######## design 1 ########
<file path="src/rtl/pls_gen_param.sv">
// pls_gen_param: step/direction pulse generator for one motor channel.
// A phase accumulator turns SpeedAct into steps. Direction reversals are guarded.
// Define PLS_RAMP_EN to move SpeedAct toward its target by 1 every RAMP_DIV cycles.
// Without it, SpeedAct jumps to its target.
// Ports:
//   Clk, gRst (sync, active high)
//   SpeedCmd, DirCmd, SpeedSet (rising edge loads the command)
//   PosClr (clears PlsCnt)
//   SpeedSetDone (1-cycle acknowledge of a load)
//   Pls_Out (step), Dir_Out (direction)
//   SpeedAct (speed fed to the accumulator)
//   PlsCnt (signed step position)
module pls_gen_param #(
  parameter int ACC_W     = 17,
  parameter int SPD_W     = 8,
  parameter int POS_W     = 18,
  parameter int DIR_SETUP = 16,
  parameter int RAMP_DIV  = 256
) (
  input  logic             Clk,
  input  logic             gRst,
  input  logic [SPD_W-1:0] SpeedCmd,
  input  logic             DirCmd,
  input  logic             SpeedSet,
  input  logic             PosClr,
  output logic             SpeedSetDone,
  output logic             Pls_Out,
  output logic             Dir_Out,
  output logic [SPD_W-1:0] SpeedAct,
  output logic [POS_W-1:0] PlsCnt
);

  if (SPD_W >= ACC_W || DIR_SETUP < 1 || RAMP_DIV < 1) begin : g_param_chk
    $error("pls_gen_param: invalid parameter set");
  end

  localparam int CW = (DIR_SETUP > 1) ? $clog2(DIR_SETUP) : 1;
  localparam logic [CW-1:0] CNT_LAST = CW'(DIR_SETUP - 1);

  typedef enum logic [2:0] {
    S_IDLE,
    S_RUN,
    S_STOP,
    S_DW_PRE,
    S_DW_POST
  } state_t;

  state_t           state;
  state_t           state_nxt;
  state_t           exit_st;
  logic [CW-1:0]    cnt;
  logic [CW-1:0]    cnt_nxt;
  logic             dir_nxt;
  logic             ss_d;
  logic             cap;
  logic [SPD_W-1:0] SpeedTgt;
  logic             DirTgt;
  logic [SPD_W-1:0] tgt_spd;
  logic [ACC_W-1:0] acc;
  logic             pls_d;
  logic             step;
  logic             dw;
  logic             spd_zero;

  // Command capture
  assign cap = SpeedSet & ~ss_d;

  always_ff @(posedge Clk) begin
    if (gRst) begin
      ss_d         <= 1'b0;
      SpeedSetDone <= 1'b0;
      SpeedTgt     <= '0;
      DirTgt       <= 1'b0;
    end else begin
      ss_d         <= SpeedSet;
      SpeedSetDone <= cap;
      if (cap) begin
        SpeedTgt <= SpeedCmd;
        DirTgt   <= DirCmd;
      end
    end
  end

  // Sequencer
  assign spd_zero = (SpeedAct == '0);
  assign exit_st  = (SpeedTgt != '0) ? S_RUN : S_IDLE;
  assign dw       = (state == S_DW_PRE) || (state == S_DW_POST);

  always_ff @(posedge Clk) begin
    if (gRst) begin
      state   <= S_IDLE;
      cnt     <= '0;
      Dir_Out <= 1'b0;
    end else begin
      state   <= state_nxt;
      cnt     <= cnt_nxt;
      Dir_Out <= dir_nxt;
    end
  end

  always_comb begin
    state_nxt = state;
    cnt_nxt   = '0;
    dir_nxt   = Dir_Out;
    unique case (state)
      S_IDLE: begin
        if (SpeedTgt != '0)
          state_nxt = (DirTgt != Dir_Out) ? S_DW_PRE : S_RUN;
      end
      S_RUN: begin
        if (DirTgt != Dir_Out)
          state_nxt = S_STOP;
        else if (spd_zero && SpeedTgt == '0)
          state_nxt = S_IDLE;
      end
      S_STOP: begin
        if (spd_zero && !Pls_Out)
          state_nxt = S_DW_PRE;
      end
      S_DW_PRE: begin
        if (cnt == CNT_LAST) begin
          // direction may have been commanded back meanwhile
          if (DirTgt != Dir_Out) begin
            dir_nxt   = DirTgt;
            state_nxt = S_DW_POST;
          end else begin
            state_nxt = exit_st;
          end
        end else begin
          cnt_nxt = cnt + 1'b1;
        end
      end
      S_DW_POST: begin
        if (cnt == CNT_LAST)
          state_nxt = exit_st;
        else
          cnt_nxt = cnt + 1'b1;
      end
      default: state_nxt = S_IDLE;
    endcase
  end

  // Target follows the state being entered.
  // A start therefore loads speed on the same edge.
  assign tgt_spd = (state_nxt == S_RUN) ? SpeedTgt : '0;

`ifdef PLS_RAMP_EN
  localparam int RW = (RAMP_DIV > 1) ? $clog2(RAMP_DIV) : 1;
  localparam logic [RW-1:0] RDIV_LAST = RW'(RAMP_DIV - 1);

  logic [RW-1:0] rdiv;
  logic          rtick;

  assign rtick = (rdiv == RDIV_LAST);

  always_ff @(posedge Clk) begin
    if (gRst) begin
      rdiv     <= '0;
      SpeedAct <= '0;
    end else begin
      if (cap || rtick)
        rdiv <= '0;
      else
        rdiv <= rdiv + 1'b1;
      if (rtick) begin
        if (SpeedAct < tgt_spd)
          SpeedAct <= SpeedAct + 1'b1;
        else if (SpeedAct > tgt_spd)
          SpeedAct <= SpeedAct - 1'b1;
      end
    end
  end
`else
  always_ff @(posedge Clk) begin
    if (gRst)
      SpeedAct <= '0;
    else
      SpeedAct <= tgt_spd;
  end
`endif

  // Phase accumulator and position counter
  assign step = Pls_Out & ~pls_d;

  always_ff @(posedge Clk) begin
    if (gRst) begin
      acc     <= '0;
      Pls_Out <= 1'b0;
      pls_d   <= 1'b0;
      PlsCnt  <= '0;
    end else begin
      if (spd_zero || dw)
        acc <= '0;
      else
        acc <= acc + ACC_W'(SpeedAct);
      // a stop cuts the pulse instead of waiting for a wrap
      Pls_Out <= acc[ACC_W-1] & ~spd_zero & ~dw;
      pls_d   <= Pls_Out;
      if (PosClr)
        PlsCnt <= '0;
      else if (step)
        PlsCnt <= Dir_Out ? PlsCnt + 1'b1 : PlsCnt - 1'b1;
    end
  end

endmodule
</file>
<file path="config.mk">
export PLATFORM = sky130hd
export DESIGN_NAME = pls_gen_param
export DESIGN_NICKNAME = d
export VERILOG_FILES = /design/src/rtl/pls_gen_param.sv
export SDC_FILE = /design/constraint.sdc
export NUM_CORES = 1
export LEC_CHECK = 0
export ABC_AREA = 1
export CORE_UTILIZATION = 45
export DETAILED_ROUTE_END_ITERATION = 12
export PLACE_DENSITY = 0.69
export SYNTH_ARGS = -nofsm -noshare
export SYNTH_HDL_FRONTEND = slang
export SYNTH_SLANG_ARGS = --single-unit
export TNS_END_PERCENT = 30
</file>
<file path="constraint.sdc">
create_clock -name Clk -period 2.14 [get_ports Clk]
set_clock_uncertainty 0.1 [all_clocks]
set_input_delay 0.642 -clock Clk [delete_from_list [all_inputs] [get_ports Clk]]
set_output_delay 0.642 -clock Clk [all_outputs]
set_load 0.1 [all_outputs]
</file>
######## design 2 ########
## src/rtl/i2c_pkg.sv

```systemverilog
`default_nettype none
// ============================================================================
//  Module      : i2c_pkg
//  Description : Shared types and constants for the raw I2C write transmitter.
//  Revision    : 1.0 - initial release
// ============================================================================
package i2c_pkg;

    // Transmitter sequencing states
    typedef enum logic [2:0] {
        IDLE     = 3'd0,
        START    = 3'd1,
        ADDR     = 3'd2,
        ADDR_ACK = 3'd3,
        LOAD     = 3'd4,
        DATA     = 3'd5,
        DATA_ACK = 3'd6,
        STOP     = 3'd7
    } i2c_state_t;

    localparam logic RW_WRITE         = 1'b0;
    localparam logic ACK              = 1'b0;
    localparam int   QUARTERS_PER_BIT = 4;

endpackage
`default_nettype wire

```

## src/rtl/i2c_quarter_tick.sv

```systemverilog
`default_nettype none
// ============================================================================
//  Module      : i2c_quarter_tick
//  Description : SCL quarter-period divider. Counts 0..CLK_DIV-1 while
//                enabled and ticks on the wrap cycle; restart forces 0.
//  Revision    : 1.0 - initial release
// ============================================================================
module i2c_quarter_tick #(
    parameter int CLK_DIV = 4
) (
    input  logic clk,
    input  logic reset,
    input  logic enable,
    input  logic restart,
    output logic tick
);

    localparam int              c_cw   = (CLK_DIV > 2) ? $clog2(CLK_DIV) : 1;
    localparam logic [c_cw-1:0] c_last = c_cw'(CLK_DIV - 1);

    logic [c_cw-1:0] r_count;

    assign tick = enable && (r_count == c_last);

    // Divider counter: restart has priority so every state entry begins at 0
    always_ff @(posedge clk) begin
        if (reset || restart) begin
            r_count <= '0;
        end else if (enable) begin
            r_count <= tick ? '0 : r_count + 1'b1;
        end
    end

endmodule
`default_nettype wire

```

## src/rtl/i2c_raw_tx.sv

```systemverilog
`default_nettype none
// ============================================================================
//  Module      : i2c_raw_tx
//  Description : Bit-level I2C write master. Sends START, {addr,W}, len data
//                bytes MSB-first with ACK sampling, then STOP. SCL/SDA are
//                push-pull levels intended for a raw pattern monitor.
//  Revision    : 1.0 - initial release
// ============================================================================
module i2c_raw_tx
    import i2c_pkg::*;
#(
    parameter int CLK_DIV = 4
) (
    input  logic       clk,
    input  logic       reset,
    input  logic       start,
    input  logic [6:0] addr,
    input  logic [3:0] len,
    input  logic [7:0] tx_data,
    input  logic       tx_valid,
    output logic       tx_ready,
    input  logic       sda_in,
    output logic       scl,
    output logic       sda,
    output logic       busy,
    output logic       done,
    output logic       nack
);

    i2c_state_t  r_state;
    i2c_state_t  w_next;
    logic [1:0]  r_quarter;
    logic [2:0]  r_bitcnt;
    logic [3:0]  r_bytecnt;
    logic [7:0]  r_shift;
    logic        r_ack_smp;
    logic        r_nack;
    logic        r_done;

    logic        w_tick;
    logic        w_div_en;
    logic        w_restart;
    logic        w_bit_end;
    logic        w_ack_q2;

    // The divider is frozen while idle and while stretching in LOAD
    assign w_div_en  = (r_state != IDLE) && (r_state != LOAD);
    assign w_restart = (w_next != r_state);
    assign w_bit_end = w_tick && (r_quarter == 2'(QUARTERS_PER_BIT - 1));
    assign w_ack_q2  = w_tick && (r_quarter == 2'd2);

    i2c_quarter_tick #(
        .CLK_DIV (CLK_DIV)
    ) u_quarter_tick (
        .clk     (clk),
        .reset   (reset),
        .enable  (w_div_en),
        .restart (w_restart),
        .tick    (w_tick)
    );

    // State register
    always_ff @(posedge clk) begin
        if (reset) begin
            r_state <= IDLE;
        end else begin
            r_state <= w_next;
        end
    end

    // Next-state decode and line levels; bit cells put SCL high in quarters 2-3
    always_comb begin
        w_next   = r_state;
        scl      = 1'b1;
        sda      = 1'b1;
        tx_ready = 1'b0;
        case (r_state)
            IDLE: begin
                if (start) w_next = START;
            end
            START: begin
                sda = 1'b0;
                if (w_tick && (r_quarter == 2'd1)) w_next = ADDR;
            end
            ADDR: begin
                scl = r_quarter[1];
                sda = r_shift[7];
                if (w_bit_end && (r_bitcnt == 3'd0)) w_next = ADDR_ACK;
            end
            ADDR_ACK: begin
                scl = r_quarter[1];
                if (w_bit_end) begin
                    if ((r_ack_smp == ACK) && (r_bytecnt != 4'd0)) w_next = LOAD;
                    else                                          w_next = STOP;
                end
            end
            LOAD: begin
                // SDA keeps the released level left by the preceding ACK bit
                scl      = 1'b0;
                tx_ready = 1'b1;
                if (tx_valid) w_next = DATA;
            end
            DATA: begin
                scl = r_quarter[1];
                sda = r_shift[7];
                if (w_bit_end && (r_bitcnt == 3'd0)) w_next = DATA_ACK;
            end
            DATA_ACK: begin
                scl = r_quarter[1];
                if (w_bit_end) begin
                    if ((r_ack_smp == ACK) && (r_bytecnt != 4'd0)) w_next = LOAD;
                    else                                          w_next = STOP;
                end
            end
            STOP: begin
                scl = (r_quarter != 2'd0);
                sda = (r_quarter == 2'd2);
                if (w_tick && (r_quarter == 2'd2)) w_next = IDLE;
            end
            default: begin
                w_next = IDLE;
            end
        endcase
    end

    // Datapath: quarter/bit/byte counters, shifter, ACK sample and status flags
    always_ff @(posedge clk) begin
        if (reset) begin
            r_quarter <= 2'd0;
            r_bitcnt  <= 3'd0;
            r_bytecnt <= 4'd0;
            r_shift   <= 8'd0;
            r_ack_smp <= 1'b0;
            r_nack    <= 1'b0;
            r_done    <= 1'b0;
        end else begin
            r_done <= (r_state == STOP) && (w_next == IDLE);

            if (w_restart)   r_quarter <= 2'd0;
            else if (w_tick) r_quarter <= r_quarter + 2'd1;

            case (r_state)
                IDLE: begin
                    if (start) begin
                        r_shift   <= {addr, RW_WRITE};
                        r_bitcnt  <= 3'd7;
                        r_bytecnt <= len;
                        r_nack    <= 1'b0;
                    end
                end
                ADDR, DATA: begin
                    if (w_bit_end) begin
                        r_shift  <= {r_shift[6:0], 1'b0};
                        r_bitcnt <= r_bitcnt - 3'd1;
                    end
                end
                ADDR_ACK, DATA_ACK: begin
                    if (w_ack_q2) r_ack_smp <= sda_in;
                    if (w_bit_end && (r_ack_smp != ACK)) r_nack <= 1'b1;
                end
                LOAD: begin
                    if (tx_valid) begin
                        r_shift   <= tx_data;
                        r_bitcnt  <= 3'd7;
                        r_bytecnt <= r_bytecnt - 4'd1;
                    end
                end
                default: begin
                end
            endcase
        end
    end

    assign busy = (r_state != IDLE);
    assign done = r_done;
    assign nack = r_nack;

endmodule
`default_nettype wire

```

## config.mk

```make
export PLATFORM = sky130hd
export DESIGN_NAME = i2c_raw_tx
export DESIGN_NICKNAME = d
export VERILOG_FILES = /design/src/rtl/i2c_pkg.sv /design/src/rtl/i2c_quarter_tick.sv /design/src/rtl/i2c_raw_tx.sv
export SDC_FILE = /design/constraint.sdc
export NUM_CORES = 1
export LEC_CHECK = 0
export CORE_ASPECT_RATIO = 0.9
export CORE_MARGIN = 2
export CORE_UTILIZATION = 40
export CTS_BUF_LIST = sky130_fd_sc_hd__clkbuf_2
export CTS_CLUSTER_DIAMETER = 150
export CTS_CLUSTER_SIZE = 10
export DETAILED_ROUTE_END_ITERATION = 8
export GPL_TIMING_DRIVEN = 0
export SYNTH_ARGS = -nofsm -noshare
export SYNTH_HDL_FRONTEND = slang
export SYNTH_SLANG_ARGS = --single-unit
```

## constraint.sdc

```tcl
create_clock -name clk -period 3.7 [get_ports clk]
set_clock_uncertainty 0.15 [all_clocks]
set_input_delay 0.555 -clock clk [delete_from_list [all_inputs] [get_ports clk]]
set_output_delay 0.555 -clock clk [all_outputs]
set_load 0.01 [all_outputs]
```

######## design 3 ########
==> src/rtl/mp_add_seq.sv <==
// Multi-precision add/subtract sequencer: one shared 8-bit adder walks the
// operands LSB byte first, chaining the registered carry between bytes.

module adder_8bit (
  input  logic [7:0] a,
  input  logic [7:0] b,
  input  logic       cin,
  output logic [7:0] sum,
  output logic       cout
);
  logic [8:0] total;

  assign total = {1'b0, a} + {1'b0, b} + {8'd0, cin};
  assign sum   = total[7:0];
  assign cout  = total[8];
endmodule

module mp_add_seq #(
  parameter int NBYTES = 4
) (
  input  logic                clk,
  input  logic                rst_n,
  input  logic                start_valid,
  output logic                start_ready,
  input  logic [8*NBYTES-1:0] a_in,
  input  logic [8*NBYTES-1:0] b_in,
  input  logic                sub,
  input  logic                cin_in,
  output logic                res_valid,
  input  logic                res_ready,
  output logic [8*NBYTES-1:0] result,
  output logic                cout,
  output logic                ovf,
  output logic                zero
);
  localparam int W  = 8 * NBYTES;
  localparam int IW = (NBYTES > 1) ? $clog2(NBYTES) : 1;
  localparam logic [IW-1:0] LAST_IDX = IW'(NBYTES - 1);

  typedef enum logic [1:0] {IDLE, RUN, DONE} state_t;

  state_t          state_reg;
  logic [W-1:0]    a_reg;
  logic [W-1:0]    b_reg;
  logic            carry_reg;
  logic [IW-1:0]   idx_reg;
  logic [W-1:0]    result_reg;
  logic            cout_reg;
  logic            ovf_reg;
  logic            zero_reg;
  logic            start_ready_reg;
  logic            res_valid_reg;

  logic [7:0] a_bytes [NBYTES];
  logic [7:0] b_bytes [NBYTES];
  logic [7:0] a_byte;
  logic [7:0] b_byte;
  logic [7:0] sum_byte;
  logic       sum_cout;

  genvar gi;
  generate
    for (gi = 0; gi < NBYTES; gi++) begin : g_bytes
      assign a_bytes[gi] = a_reg[gi*8 +: 8];
      assign b_bytes[gi] = b_reg[gi*8 +: 8];
    end
  endgenerate

  assign a_byte = a_bytes[idx_reg];
  assign b_byte = b_bytes[idx_reg];

  adder_8bit u_adder (
    .a    (a_byte),
    .b    (b_byte),
    .cin  (carry_reg),
    .sum  (sum_byte),
    .cout (sum_cout)
  );

  always_ff @(posedge clk) begin
    if (!rst_n) begin
      state_reg       <= IDLE;
      a_reg           <= '0;
      b_reg           <= '0;
      carry_reg       <= 1'b0;
      idx_reg         <= '0;
      result_reg      <= '0;
      cout_reg        <= 1'b0;
      ovf_reg         <= 1'b0;
      zero_reg        <= 1'b0;
      start_ready_reg <= 1'b1;
      res_valid_reg   <= 1'b0;
    end else begin
      case (state_reg)
        IDLE: begin
          if (start_valid && start_ready_reg) begin
            // B is stored pre-inverted for subtract so RUN is a plain add.
            a_reg           <= a_in;
            b_reg           <= sub ? ~b_in : b_in;
            carry_reg       <= sub ? 1'b1 : cin_in;
            idx_reg         <= '0;
            start_ready_reg <= 1'b0;
            state_reg       <= RUN;
          end
        end
        RUN: begin
          result_reg[idx_reg*8 +: 8] <= sum_byte;
          carry_reg                  <= sum_cout;
          if (idx_reg == LAST_IDX) begin
            cout_reg      <= sum_cout;
            ovf_reg       <= (a_byte[7] == b_byte[7]) && (sum_byte[7] != a_byte[7]);
            zero_reg      <= (sum_byte == 8'd0) && (result_reg[W-9:0] == '0);
            res_valid_reg <= 1'b1;
            state_reg     <= DONE;
          end else begin
            idx_reg <= idx_reg + 1'b1;
          end
        end
        DONE: begin
          if (res_valid_reg && res_ready) begin
            res_valid_reg   <= 1'b0;
            start_ready_reg <= 1'b1;
            state_reg       <= IDLE;
          end
        end
        default: begin
          state_reg       <= IDLE;
          start_ready_reg <= 1'b1;
          res_valid_reg   <= 1'b0;
        end
      endcase
    end
  end

  assign start_ready = start_ready_reg;
  assign res_valid   = res_valid_reg;
  assign result      = result_reg;
  assign cout        = cout_reg;
  assign ovf         = ovf_reg;
  assign zero        = zero_reg;
endmodule

==> config.mk <==
export PLATFORM = sky130hd
export DESIGN_NAME = mp_add_seq
export DESIGN_NICKNAME = d
export VERILOG_FILES = /design/src/rtl/mp_add_seq.sv
export SDC_FILE = /design/constraint.sdc
export NUM_CORES = 1
export LEC_CHECK = 0
export CAP_MARGIN = 25
export CORE_ASPECT_RATIO = 1.2
export CORE_UTILIZATION = 50
export DETAILED_ROUTE_END_ITERATION = 16
export GPL_TIMING_DRIVEN = 1
export PLACE_DENSITY = 0.79
export SKIP_LAST_GASP = 1
export SLEW_MARGIN = 20
export SYNTH_ARGS = -nofsm -noshare
export SYNTH_HDL_FRONTEND = slang
export SYNTH_SLANG_ARGS = --single-unit
==> constraint.sdc <==
create_clock -name clk -period 5.1 [get_ports clk]
set_input_delay 1.02 -clock clk [delete_from_list [all_inputs] [get_ports clk]]
set_output_delay 1.02 -clock clk [all_outputs]
set_load 0.1 [all_outputs]
==> design_3/clock_wires.png <==
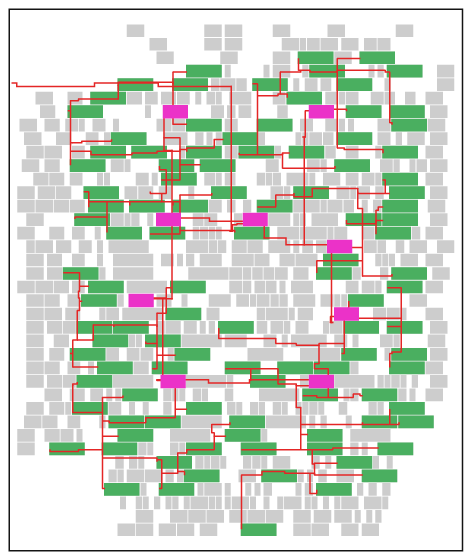
- magenta: clock-net drivers (count 9)
- green: flip-flops (count 106)
- red: clock wires (length 1,150 µm)
- routed clock nets: 10
- flops lie: widely spread
Clock Skew: 0.0118 ns
Worst-Skew Late Latency: 0.37 ns
clock network power: 469 µW
clock share of power: 0.265

==> flow.log, design 3 <==
[flow] final metrics
INFO  metric reg2regPathDepth = 8
INFO  metric netSwitchingPower = 538 µW
INFO  metric tritoncts = built
INFO  metric htreeDepth = 3
INFO  metric preCtsSetupSlack = 1.44 ns
INFO  metric post_synth.cell_area_avg = 9.19 µm²
INFO  metric final_min_period_over_clock_period = 0.739
INFO  metric vdd_ir_drop_max = 0.000144 V
INFO  metric io_pins = 107
INFO  metric outcome = completed
INFO  metric hold_path_endpoint = a_reg[19]
INFO  metric total_clock_sinks = 106
INFO  metric worstSetupEndpointType = flip-flop
INFO  metric syn-cell-area = 4760 µm²
INFO  metric yosys.area_share.xor_xnor = 0.0681
INFO  metric regToRegStartpoint = idx_reg[1]
INFO  metric power.sequential.fraction = 0.517
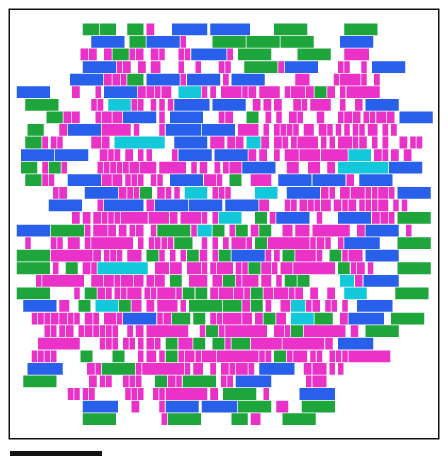
(design_1/class_map.png)
The bar under the picture is 20 µm long.
- blue: sequential cells (cells 64; share of their area 24%)
- magenta: remaining logic cells (cells 473; share of their area 51%)
- cyan: clock drivers and dummy loads (cells 16; share of their area 4.7%)
- green: remaining buffers and delay cells (cells 88; share of their area 20%)

==> flow.log, design 1 <==
[flow] final metrics
INFO  metric comb-power = 534 µW
INFO  metric tritoncts.num_buffers = 9
INFO  metric power.sequential.fraction = 0.404
INFO  metric io_pins = 42
INFO  metric netSwitchingPower = 932 µW
INFO  metric place.gp.congestion = 0.890
INFO  metric total_clock_sinks = 64
INFO  metric n_antenna_cell = 0
INFO  metric port_buffers = 41
INFO  metric setup_viol = 0
INFO  metric start_kind = flip-flop
INFO  metric enable_flop_cells = 0
INFO  metric nNetsFinal = 676
INFO  metric endpoint = PlsCnt[14]
INFO  metric layout.non_clock_buffers = 88
INFO  metric htreeDepth = 3
INFO  metric outcome = completed
INFO  metric post_synth.cell_area_avg = 6.80 µm²
INFO  metric achievable_freq = 478 MHz
INFO  metric floorplan.die.height = 92.6 µm
INFO  metric crit_required = 2.30 ns
INFO  metric globalRoute.totalOverflow = 0
INFO  metric post-dp-hpwl = 6720 µm
INFO  metric synth-seq-area-share = 0.347
INFO  metric dp_cells = 721
INFO  metric totalPowerFinal = 3140 µW
INFO  metric timing.hold.ws = 0.359 ns
INFO  metric preCtsSetupSlack = -0.0673 ns
INFO  metric register_ranked_first_by_flip_flop_count = PlsCnt
INFO  metric met3_usage = 0.0591
INFO  metric leakage = 0.00254 µW
INFO  metric post_cts_repair_timing_setup_buffer_count = 4
INFO  metric hold_path_endpoint = SpeedAct[4]
INFO  metric top_power_consumer_group = clock
INFO  metric critical_path.startpoint = Dir_Out
INFO  metric critPathSlowestCell = sky130_fd_sc_hd__dfxtp_4
INFO  metric comb_area_frac = 0.435
INFO  metric cp_cell_sequence = clkinvlp_4 > buf_12 > buf_6 > ha_4 > buf_6 > inv_4 > o21bai_4 > a21oi_2 > nor2_1 > nor2_1 > nand2_1 > nand2_1 > nand3_1 > nand2_1 > inv_1
INFO  metric top_cells_by_count = sky130_fd_sc_hd__nand2_1, sky130_fd_sc_hd__nor2_1, sky130_fd_sc_hd__inv_1, sky130_fd_sc_hd__dfxtp_1, sky130_fd_sc_hd__a21oi_1
INFO  metric biggest_area_consumer_among_cell_classes = logic gates
INFO  metric mostFrequentLayoutCell = sky130_fd_sc_hd__nand2_1
INFO  metric top_cells_by_area = sky130_fd_sc_hd__dfxtp_1, sky130_fd_sc_hd__nand2_1, sky130_fd_sc_hd__nor2_1
INFO  metric hp-start = SpeedTgt[4]
INFO  metric reg2regPathDepth = 15
==> design_2/class_map.png <==
The bar under the picture is 20 µm long.
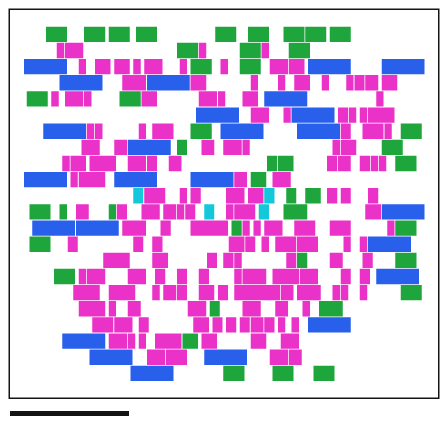
- magenta: remaining logic cells (cells 164; share of their area 55%)
- green: remaining buffers and delay cells (cells 43; share of their area 19%)
- blue: sequential cells (cells 25; share of their area 25%)
- cyan: clock drivers and dummy loads (cells 4; share of their area 1.0%)

==> flow.log, design 2 <==
[flow] final metrics
INFO  metric drive_above_1_share = 0.119
INFO  metric grt_max_degree = 15
INFO  metric final_min_period_over_clock_period = 0.796
INFO  metric clkSlewWorstSetupHoldPaths = 0.26 ns
INFO  metric synth_area_in_adders = 0.0599
INFO  metric post_synth.cell_area_avg = 8.23 µm²
INFO  metric detail_route.first_pass.iterations = 4
INFO  metric globalRoute.busiestLayer = met2
INFO  metric totalPowerFinal = 510 µW
INFO  metric cp_common_cell = sky130_fd_sc_hd__buf_2
INFO  metric io_pins = 30
INFO  metric drv.max_cap_violation_count = 0
INFO  metric critPathSlowestCell = sky130_fd_sc_hd__clkdlybuf4s50_1
INFO  metric max-slew-margin-rel = 0.634
INFO  metric nNonClkInverters = 10
INFO  metric final-nonclk-buf-share = 0.186
INFO  metric cellInternalPower = 363 µW
INFO  metric critical_path.startpoint = r_state[1]
INFO  metric grt_pass1_vias = 1,359
INFO  metric endpoint = scl
INFO  metric holdCritPathClass = flip-flop to flip-flop
INFO  metric leakage = 0.000828 µW
INFO  metric post-dp-hpwl = 3000 µm
INFO  metric final_tally_of_hold_violations = 0
INFO  metric dp_cells = 280
INFO  metric reg2regPathDepth = 8
INFO  metric viasPerCell = 5.42
INFO  metric worstSetupEndpointType = output pin
INFO  metric floorplan.nets = 235
INFO  metric tns = 0 ns
INFO  metric top_cell = sky130_fd_sc_hd__dfxtp_1
INFO  metric switching_share = 0.287
INFO  metric timing.setup.critical_path_class = flip-flop to output pin
INFO  metric antenna_left = 0
INFO  metric met3_wirelength = 176 µm
INFO  metric finalMaxSlewViolations = 0
INFO  metric outcome = completed
INFO  metric power.clock.fraction = 0.224
INFO  metric register_ranked_first_by_flip_flop_count = r_shift
INFO  metric numSequentialCells = 25
INFO  metric min_path_cells = 2
INFO  metric first_pass_grt_wire_length = 6610 µm


==> notes/layouts.md <==
Pictures saved along the way, in no particular order.

Floorplan with the power grid.
The bar under the picture is 20 µm long. Pins as bars on the die edge. Tap cells in grey.
image #1
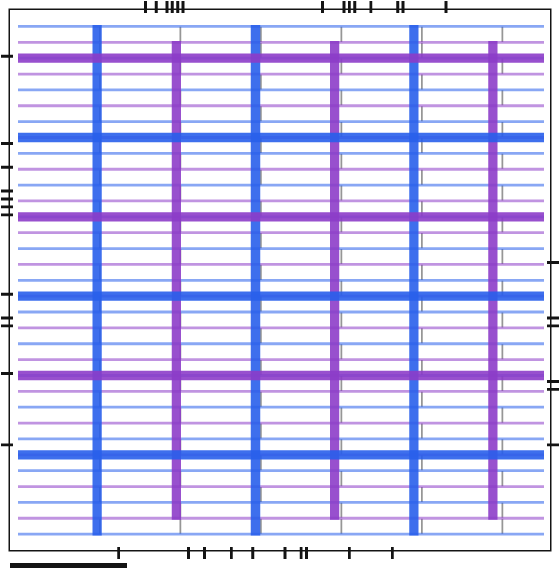
image #2
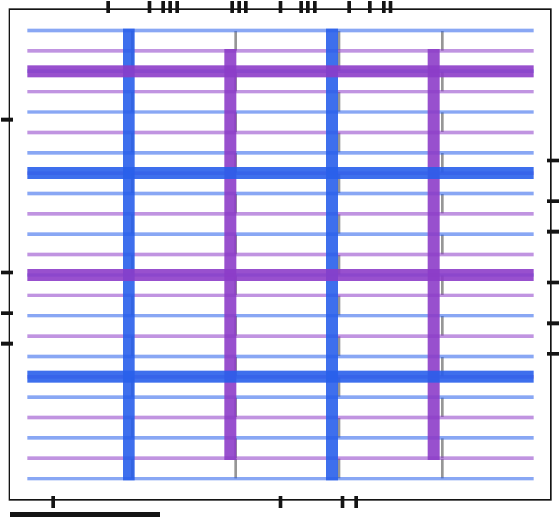
image #3
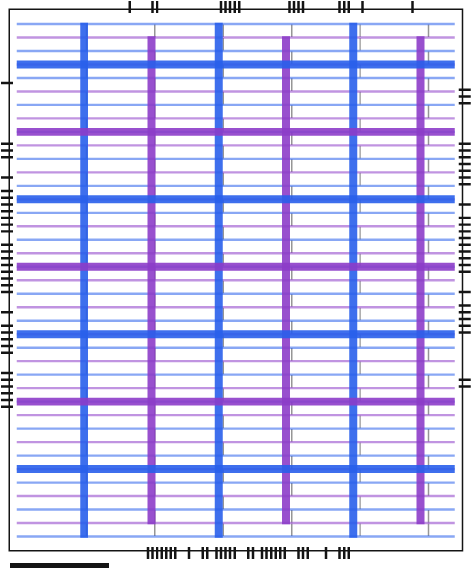
Image #2 is design 2.
Image #3 is design 3.
Image #1 is design 1.
The one with the most pins is image #3.
The one with the largest die is image #3.

Power is estimated from default activity; no workload was simulated.
